######## aes_arbiter ########
Figure 1. Signal wires by layer (aes_arbiter).
Only two layers are drawn.
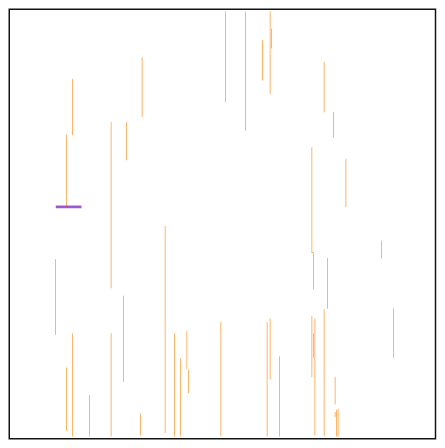
Figure 2. Sequential cells colored by netlist name (aes_arbiter).
Other sequential cells in the stronger gray, the rest of the logic in the fainter gray.
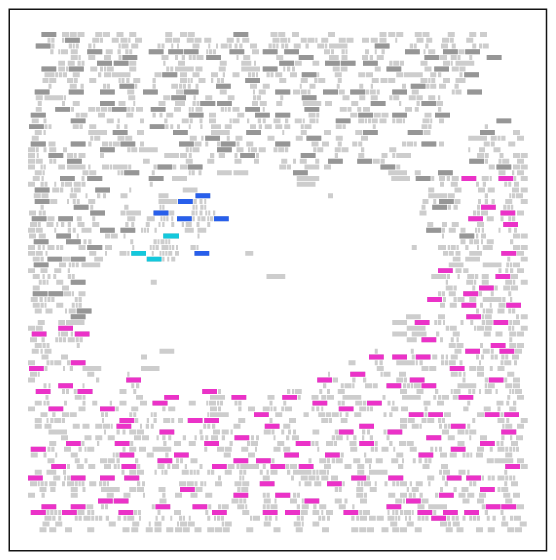
## src/rtl/aes_arbiter.sv

```systemverilog
// Two-requester round-robin front end for a single AES core: grants a block,
// launches the core, waits for done with a timeout, and returns the result.
//
// state  | meaning
// IDLE   | waiting for a request; grants one requester in the same cycle
// LAUNCH | aes_start pulse to the core
// CLEAR  | one cycle that ignores the stale done level and clears the timer
// BUSY   | waiting for aes_done or timeout
// RESP   | holding the result until resp_ready
module aes_arbiter #(
    parameter int TIMEOUT = 64
) (
    input  logic         clk,
    input  logic         rst,
    input  logic         req0_valid,
    input  logic [127:0] req0_data,
    output logic         req0_ready,
    input  logic         req1_valid,
    input  logic [127:0] req1_data,
    output logic         req1_ready,
    output logic         resp_valid,
    input  logic         resp_ready,
    output logic [127:0] resp_data,
    output logic         resp_id,
    output logic         resp_err,
    output logic         aes_rst,
    output logic         aes_start,
    output logic [127:0] aes_state_init,
    input  logic         aes_done,
    input  logic [127:0] aes_state_final,
    output logic         busy
);

    localparam int CW = $clog2(TIMEOUT);
    // Timer value in the last BUSY cycle: its increment would reach TIMEOUT-1.
    localparam logic [CW-1:0] TO_LAST = CW'(TIMEOUT - 2);

    typedef enum logic [2:0] {
        IDLE   = 3'd0,
        LAUNCH = 3'd1,
        CLEAR  = 3'd2,
        BUSY   = 3'd3,
        RESP   = 3'd4
    } state_t;

    state_t         state_q, state_d;
    logic           last_grant_q, last_grant_d;
    logic [CW-1:0]  cnt_q, cnt_d;
    logic [127:0]   init_q, init_d;
    logic [127:0]   rdata_q, rdata_d;
    logic           rid_q, rid_d;
    logic           rerr_q, rerr_d;
    logic           arst_q, arst_d;
    logic           gnt0, gnt1;
    logic           timeout_hit;

    // A handshake that reset would immediately discard is never offered.
    assign gnt0 = rst & req0_valid & (~req1_valid | last_grant_q);
    assign gnt1 = rst & req1_valid & (~req0_valid | ~last_grant_q);
    assign timeout_hit = (cnt_q == TO_LAST);

    always_ff @(posedge clk) begin
        if (!rst) begin
            state_q <= IDLE;
        end else begin
            state_q <= state_d;
        end
    end

    always_comb begin
        state_d = state_q;
        case (state_q)
            IDLE:    if (gnt0 | gnt1) state_d = LAUNCH;
            LAUNCH:  state_d = CLEAR;
            CLEAR:   state_d = BUSY;
            BUSY:    if (aes_done | timeout_hit) state_d = RESP;
            RESP:    if (resp_ready) state_d = IDLE;
            default: state_d = IDLE;
        endcase
    end

    always_comb begin
        req0_ready = (state_q == IDLE) & gnt0;
        req1_ready = (state_q == IDLE) & gnt1;
        aes_start  = (state_q == LAUNCH);
        resp_valid = (state_q == RESP);
        busy       = (state_q != IDLE);
    end

    always_comb begin
        last_grant_d = last_grant_q;
        cnt_d        = cnt_q;
        init_d       = init_q;
        rdata_d      = rdata_q;
        rid_d        = rid_q;
        rerr_d       = rerr_q;
        arst_d       = 1'b0;
        case (state_q)
            IDLE: begin
                if (gnt0 | gnt1) begin
                    init_d       = gnt1 ? req1_data : req0_data;
                    rid_d        = gnt1;
                    last_grant_d = gnt1;
                end
            end
            CLEAR: cnt_d = '0;
            BUSY: begin
                cnt_d = cnt_q + CW'(1);
                // done takes priority over a coincident timeout
                if (aes_done) begin
                    rdata_d = aes_state_final;
                    rerr_d  = 1'b0;
                end else if (timeout_hit) begin
                    rdata_d = '0;
                    rerr_d  = 1'b1;
                    arst_d  = 1'b1;
                end
            end
            default: ;
        endcase
    end

    always_ff @(posedge clk) begin
        if (!rst) begin
            last_grant_q <= 1'b1;
            cnt_q        <= '0;
            init_q       <= '0;
            rdata_q      <= '0;
            rid_q        <= 1'b0;
            rerr_q       <= 1'b0;
            arst_q       <= 1'b1;
        end else begin
            last_grant_q <= last_grant_d;
            cnt_q        <= cnt_d;
            init_q       <= init_d;
            rdata_q      <= rdata_d;
            rid_q        <= rid_d;
            rerr_q       <= rerr_d;
            arst_q       <= arst_d;
        end
    end

    assign aes_state_init = init_q;
    assign resp_data      = rdata_q;
    assign resp_id        = rid_q;
    assign resp_err       = rerr_q;
    assign aes_rst        = arst_q;

endmodule

```

## config.mk

```make
export PLATFORM = sky130hd
export DESIGN_NAME = aes_arbiter
export DESIGN_NICKNAME = d
export VERILOG_FILES = /design/src/rtl/aes_arbiter.sv
export SDC_FILE = /design/constraint.sdc
export NUM_CORES = 1
export LEC_CHECK = 0
export ABC_AREA = 1
export CAP_MARGIN = 0
export CORE_AREA = 8 8 245 247
export CTS_CLUSTER_SIZE = 24
export DETAILED_ROUTE_END_ITERATION = 8
export DIE_AREA = 0 0 253 255
export PLACE_DENSITY = 0.44
export SYNTH_ARGS = -nofsm -noshare
export SYNTH_HDL_FRONTEND = slang
export SYNTH_SLANG_ARGS = --single-unit
```

## constraint.sdc

```tcl
create_clock -name clk -period 2.2 [get_ports clk]
set_clock_uncertainty 0.2 [all_clocks]
set_input_delay 0.22 -clock clk [delete_from_list [all_inputs] [get_ports clk]]
set_output_delay 0.22 -clock clk [all_outputs]
set_load 0.01 [all_outputs]
```

==> metrics.log <==
[report] extracting results
INFO  metric postSynthSeqShare = between 40% and 50%
INFO  metric reg2reg_depth = 8
INFO  metric multiplexer_share = 0%
INFO  metric reg_power_share = a little under two fifths
INFO  metric worstHoldPathType = primary input to flop
INFO  metric synthMostInstantiatedCell = sky130_fd_sc_hd__a21oi_1
INFO  metric finalNetCount = between 2k and 2.5k
INFO  metric status = complete, no violations
INFO  metric category_of_the_worst_setup_path_launch_point = flop
INFO  metric grt_max_degree = around 110
INFO  metric path_delay_family = buffers and inverters
INFO  metric detail_route.wl_per_cell = ~21 um
INFO  metric initial_utilization = between 10% and 20%
INFO  metric number_of_antenna_violations_at_the_first_check_in_global_routing = 11
INFO  metric non_clock_buffer_count = ~740
INFO  metric top_usage_layer_grt = met2
INFO  metric clk_root_buffer_cell = sky130_fd_sc_hd__clkbuf_16
INFO  metric highest_layer_used_for_signal_routing = met5
INFO  metric place.detailed.hpwl = roughly 45 mm
INFO  metric timing.final.max_slew_violations = 0
INFO  metric routed_via_density = between 4 and 5
INFO  metric path_max_fanout = 3
INFO  metric fraction_of_registers_with_async_set_or_reset_after_synthesis = 0%
INFO  metric total_negative_slack = 0 ns
INFO  metric gates_resized_cts_repair = 11
INFO  metric die_w = about 250 um
INFO  metric xor_area_share = 0%
INFO  metric routed-wl-met3 = about 4.4 mm
INFO  metric primary_ff_master_synth = sky130_fd_sc_hd__dfxtp_1
INFO  metric grt_pass1_wl = 84.92 mm
INFO  metric cts_max_path_buffers = 3
About Figure 1:
metal 5 -> purple  # wire length 13.8 um
metal 4 -> orange  # wire length 1690 um

About Figure 2:
state_q -> cyan  # placed flops 3
cnt_q -> blue  # placed flops 6
aes_state_init -> magenta  # placed flops 128


######## atomik_cmd_initiator ########
Figure 3. Sequential cells colored by netlist name (atomik_cmd_initiator).
Other sequential cells in the stronger gray, the rest of the logic in the fainter gray.
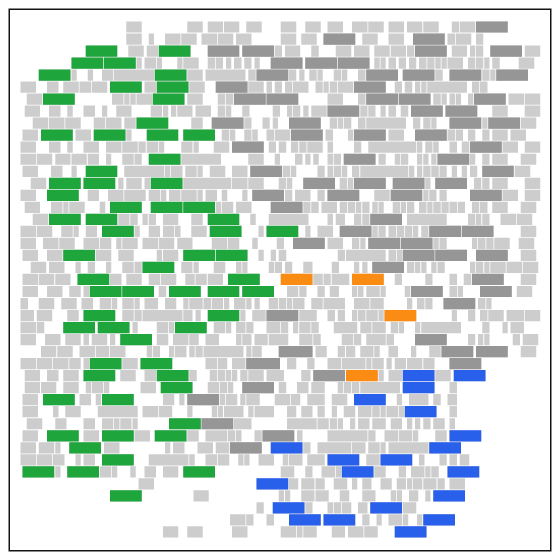
Figure 4. The metal 2 layer (atomik_cmd_initiator).
Bar = 20 um.
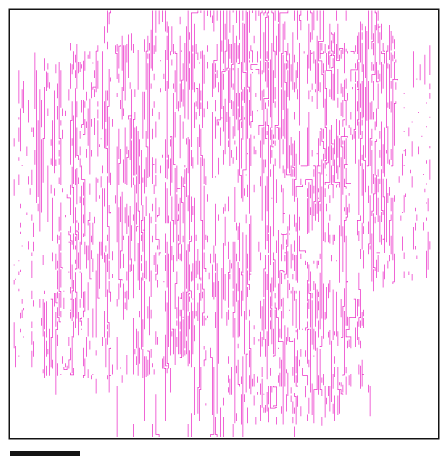
$ cat src/rtl/atomik_cmd_pkg.sv
`default_nettype none
// ============================================================================
// Module   : atomik_cmd_pkg
// Purpose  : Shared types and constants for the ATOMiK UART command initiator.
//            Opcode enum, opcode ASCII bytes, payload/reply lengths and the
//            initiator FSM state encoding.
// Ports    : (package, none)
// Revision : 1.0 - initial release
// ============================================================================
package atomik_cmd_pkg;

  typedef enum logic [1:0] {
    OP_LOAD   = 2'd0,
    OP_ACCUM  = 2'd1,
    OP_READ   = 2'd2,
    OP_STATUS = 2'd3
  } cmd_op_e;

  localparam logic [7:0] C_ASCII_LOAD   = 8'h4C;  // 'L'
  localparam logic [7:0] C_ASCII_ACCUM  = 8'h41;  // 'A'
  localparam logic [7:0] C_ASCII_READ   = 8'h52;  // 'R'
  localparam logic [7:0] C_ASCII_STATUS = 8'h53;  // 'S'

  localparam int C_PAYLOAD_BYTES = 8;
  localparam logic [3:0] C_RSP_LEN_READ   = 4'd8;
  localparam logic [3:0] C_RSP_LEN_STATUS = 4'd1;

  typedef enum logic [2:0] {
    ST_IDLE     = 3'd0,
    ST_SEND_OP  = 3'd1,
    ST_SEND_PAY = 3'd2,
    ST_WAIT_RSP = 3'd3,
    ST_DONE     = 3'd4
  } state_e;

  function automatic logic [7:0] op_ascii(input cmd_op_e op);
    case (op)
      OP_LOAD:   op_ascii = C_ASCII_LOAD;
      OP_ACCUM:  op_ascii = C_ASCII_ACCUM;
      OP_READ:   op_ascii = C_ASCII_READ;
      default:   op_ascii = C_ASCII_STATUS;
    endcase
  endfunction

  // Number of reply bytes the responder sends for a command.
  function automatic logic [3:0] rsp_len(input cmd_op_e op);
    case (op)
      OP_READ:   rsp_len = C_RSP_LEN_READ;
      OP_STATUS: rsp_len = C_RSP_LEN_STATUS;
      default:   rsp_len = 4'd0;
    endcase
  endfunction

endpackage
`default_nettype wire

$ cat src/rtl/atomik_cmd_initiator.sv
`default_nettype none
// ============================================================================
// Module   : atomik_cmd_initiator
// Purpose  : Host-side initiator for the ATOMiK UART command protocol
//            (L/A/R/S). Accepts one command per handshake, streams opcode and
//            payload bytes MSB-first to a UART transmitter, gathers reply bytes
//            from a UART receiver and returns one response beat.
// Ports    : clk, rst                 - clock, synchronous active-high reset
//            cmd_valid/ready/op/payload - command request handshake
//            tx_byte/_valid/_ready     - byte stream to UART TX (valid/ready)
//            rx_byte/_valid            - byte strobe from UART RX (no backpressure)
//            rsp_valid/data/zero/timeout - one-cycle response beat, held after
//            rx_stray                  - pulse: rx byte dropped outside reply wait
//            busy                      - inverse of cmd_ready
// Revision : 1.0 - initial release
// ============================================================================
module atomik_cmd_initiator
  import atomik_cmd_pkg::*;
#(
  parameter int TIMEOUT_CYCLES = 1_000_000,
  parameter int TO_W           = 20
) (
  input  logic        clk,
  input  logic        rst,
  input  logic        cmd_valid,
  output logic        cmd_ready,
  input  logic [1:0]  cmd_op,
  input  logic [63:0] cmd_payload,
  output logic [7:0]  tx_byte,
  output logic        tx_byte_valid,
  input  logic        tx_byte_ready,
  input  logic [7:0]  rx_byte,
  input  logic        rx_byte_valid,
  output logic        rsp_valid,
  output logic [63:0] rsp_data,
  output logic        rsp_zero,
  output logic        rsp_timeout,
  output logic        rx_stray,
  output logic        busy
);

  localparam logic [TO_W-1:0] C_TO_LAST = TO_W'(TIMEOUT_CYCLES - 1);

  state_e          r_state;
  state_e          w_next_state;
  cmd_op_e         r_op;
  logic [63:0]     r_payload;      // shifts left as bytes go out; top byte is on the wire
  logic [2:0]      r_byte_idx;
  logic [3:0]      r_rx_cnt;
  logic [TO_W-1:0] r_to_cnt;
  logic [63:0]     r_rsp_data;
  logic            r_rsp_zero;
  logic            r_rsp_timeout;
  logic            r_rx_stray;

  logic            w_rx_last;
  logic            w_expired;
  logic            w_has_payload;

  assign w_rx_last     = (r_rx_cnt + 4'd1) == rsp_len(r_op);
  assign w_expired     = (r_to_cnt == C_TO_LAST);
  assign w_has_payload = (r_op == OP_LOAD) || (r_op == OP_ACCUM);

  assign cmd_ready   = (r_state == ST_IDLE);
  assign busy        = (r_state != ST_IDLE);
  assign rsp_valid   = (r_state == ST_DONE);
  assign rsp_data    = r_rsp_data;
  assign rsp_zero    = r_rsp_zero;
  assign rsp_timeout = r_rsp_timeout;
  assign rx_stray    = r_rx_stray;

  // Next state and the TX byte offer. tx_byte is a pure function of the
  // registered state/payload, so it cannot change while a byte is stalled.
  always_comb begin
    w_next_state  = r_state;
    tx_byte_valid = 1'b0;
    tx_byte       = 8'h00;
    case (r_state)
      ST_IDLE: begin
        if (cmd_valid) w_next_state = ST_SEND_OP;
      end
      ST_SEND_OP: begin
        tx_byte_valid = 1'b1;
        tx_byte       = op_ascii(r_op);
        if (tx_byte_ready) w_next_state = w_has_payload ? ST_SEND_PAY : ST_WAIT_RSP;
      end
      ST_SEND_PAY: begin
        tx_byte_valid = 1'b1;
        tx_byte       = r_payload[63:56];
        if (tx_byte_ready && (r_byte_idx == 3'(C_PAYLOAD_BYTES - 1))) w_next_state = ST_DONE;
      end
      ST_WAIT_RSP: begin
        // A byte arriving on the expiry cycle takes priority over the timeout.
        if (rx_byte_valid) begin
          if (w_rx_last) w_next_state = ST_DONE;
        end else if (w_expired) begin
          w_next_state = ST_DONE;
        end
      end
      ST_DONE: begin
        w_next_state = ST_IDLE;
      end
      default: begin
        w_next_state = ST_IDLE;
      end
    endcase
  end

  always_ff @(posedge clk) begin
    if (rst) begin
      r_state       <= ST_IDLE;
      r_op          <= OP_LOAD;
      r_payload     <= 64'd0;
      r_byte_idx    <= 3'd0;
      r_rx_cnt      <= 4'd0;
      r_to_cnt      <= '0;
      r_rsp_data    <= 64'd0;
      r_rsp_zero    <= 1'b0;
      r_rsp_timeout <= 1'b0;
      r_rx_stray    <= 1'b0;
    end else begin
      r_state    <= w_next_state;
      r_rx_stray <= rx_byte_valid && (r_state != ST_WAIT_RSP);
      case (r_state)
        ST_IDLE: begin
          if (cmd_valid) begin
            r_op          <= cmd_op_e'(cmd_op);
            r_payload     <= cmd_payload;
            r_rsp_data    <= 64'd0;
            r_rsp_zero    <= 1'b0;
            r_rsp_timeout <= 1'b0;
          end
        end
        ST_SEND_OP: begin
          if (tx_byte_ready) begin
            r_byte_idx <= 3'd0;
            r_rx_cnt   <= 4'd0;
            r_to_cnt   <= '0;
            r_rsp_data <= 64'd0;
          end
        end
        ST_SEND_PAY: begin
          if (tx_byte_ready) begin
            r_payload  <= {r_payload[55:0], 8'h00};
            r_byte_idx <= r_byte_idx + 3'd1;
          end
        end
        ST_WAIT_RSP: begin
          if (rx_byte_valid) begin
            r_rsp_data <= {r_rsp_data[55:0], rx_byte};
            if (r_op == OP_STATUS) r_rsp_zero <= rx_byte[7];
            r_rx_cnt   <= r_rx_cnt + 4'd1;
            r_to_cnt   <= '0;
          end else if (w_expired) begin
            r_rsp_timeout <= 1'b1;
          end else begin
            r_to_cnt <= r_to_cnt + 1'b1;
          end
        end
        default: begin
        end
      endcase
    end
  end

endmodule
`default_nettype wire
$ cat config.mk
export PLATFORM = sky130hd
export DESIGN_NAME = atomik_cmd_initiator
export DESIGN_NICKNAME = d
export VERILOG_FILES = /design/src/rtl/atomik_cmd_pkg.sv /design/src/rtl/atomik_cmd_initiator.sv
export SDC_FILE = /design/constraint.sdc
export NUM_CORES = 1
export LEC_CHECK = 0
export CAP_MARGIN = 20
export CORE_MARGIN = 2
export CORE_UTILIZATION = 50
export DETAILED_ROUTE_END_ITERATION = 10
export GPL_TIMING_DRIVEN = 0
export PLACE_DENSITY = 0.8
export SYNTH_ARGS = -nofsm -noshare
export SYNTH_HDL_FRONTEND = slang
export SYNTH_SLANG_ARGS = --single-unit
$ cat constraint.sdc
create_clock -name clk -period 2.36 [get_ports clk]
set_input_delay 0.59 -clock clk [delete_from_list [all_inputs] [get_ports clk]]
set_output_delay 0.59 -clock clk [all_outputs]
set_load 0.01 [all_outputs]
==> metrics.log <==
[report] extracting results
INFO  metric xor_area_share = about 1.9%
INFO  metric cell_breakdown_of_the_critical_path = buf_6, clkbuf_8, or3_4, inv_2, clkdlybuf4s15_2
INFO  metric filler_cell_count = 1157
INFO  metric max-slew-margin-rel = 39.38%
INFO  metric p_sw = ~0.0033 W
INFO  metric design_area = 9443 um2
INFO  metric grt_pass1_wl = slightly above 30 mm
INFO  metric grt_max_degree = 17
INFO  metric tally_of_nets_with_antenna_violations_remaining_after_routing = 0
INFO  metric worstReg2RegStart = r_state[1]
INFO  metric layout_top_cell = sky130_fd_sc_hd__dfxtp_1
INFO  metric total_negative_slack = 0 ns
INFO  metric gates_resized_cts_repair = around 54
INFO  metric holdPathStages = 2
INFO  metric syn_avg_cell_area = roughly 8.7 um2
INFO  metric drc_errors = 0
INFO  metric pwr.group.clock = around 0.0029 W
INFO  metric worst_ep_required_time = ~1.8 ns
INFO  metric initial_utilization = 50.69%
INFO  metric status = complete, no violations
INFO  metric postSynthSeqShare = 46.74%
INFO  metric final-comb-area = around 3400 um2
## Picture notes: Figure 3
r_rx_cnt -> orange  # placed flops 4
r_to_cnt -> blue  # placed flops 20
r_payload -> green  # placed flops 64

## Picture notes: Figure 4
share of all routed wire = 48%
nets with wire on the layer = 896



==> notes/layouts.md <==
Pictures saved along the way, in no particular order.

Cell placement.
Plate I
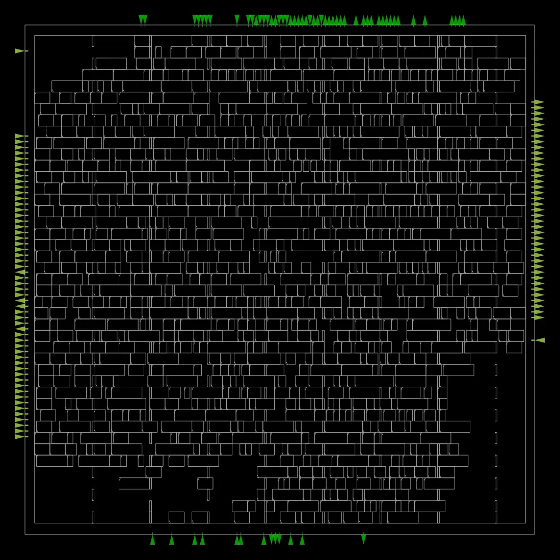
Plate II
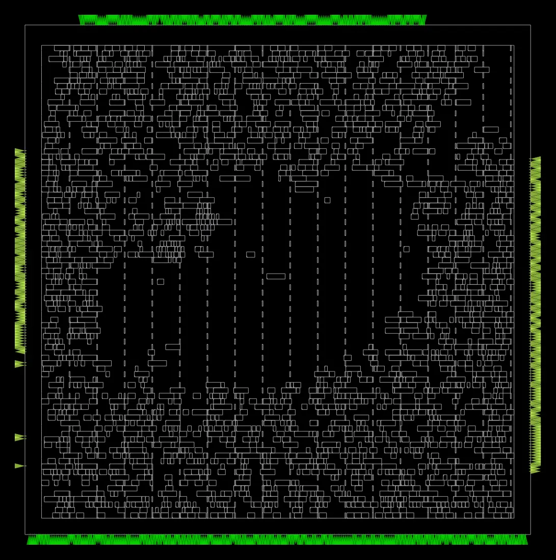
Of these, most sequential cells: Plate II
| picture | from |
|---|---|
| Plate II | aes_arbiter |
| Plate I | atomik_cmd_initiator |

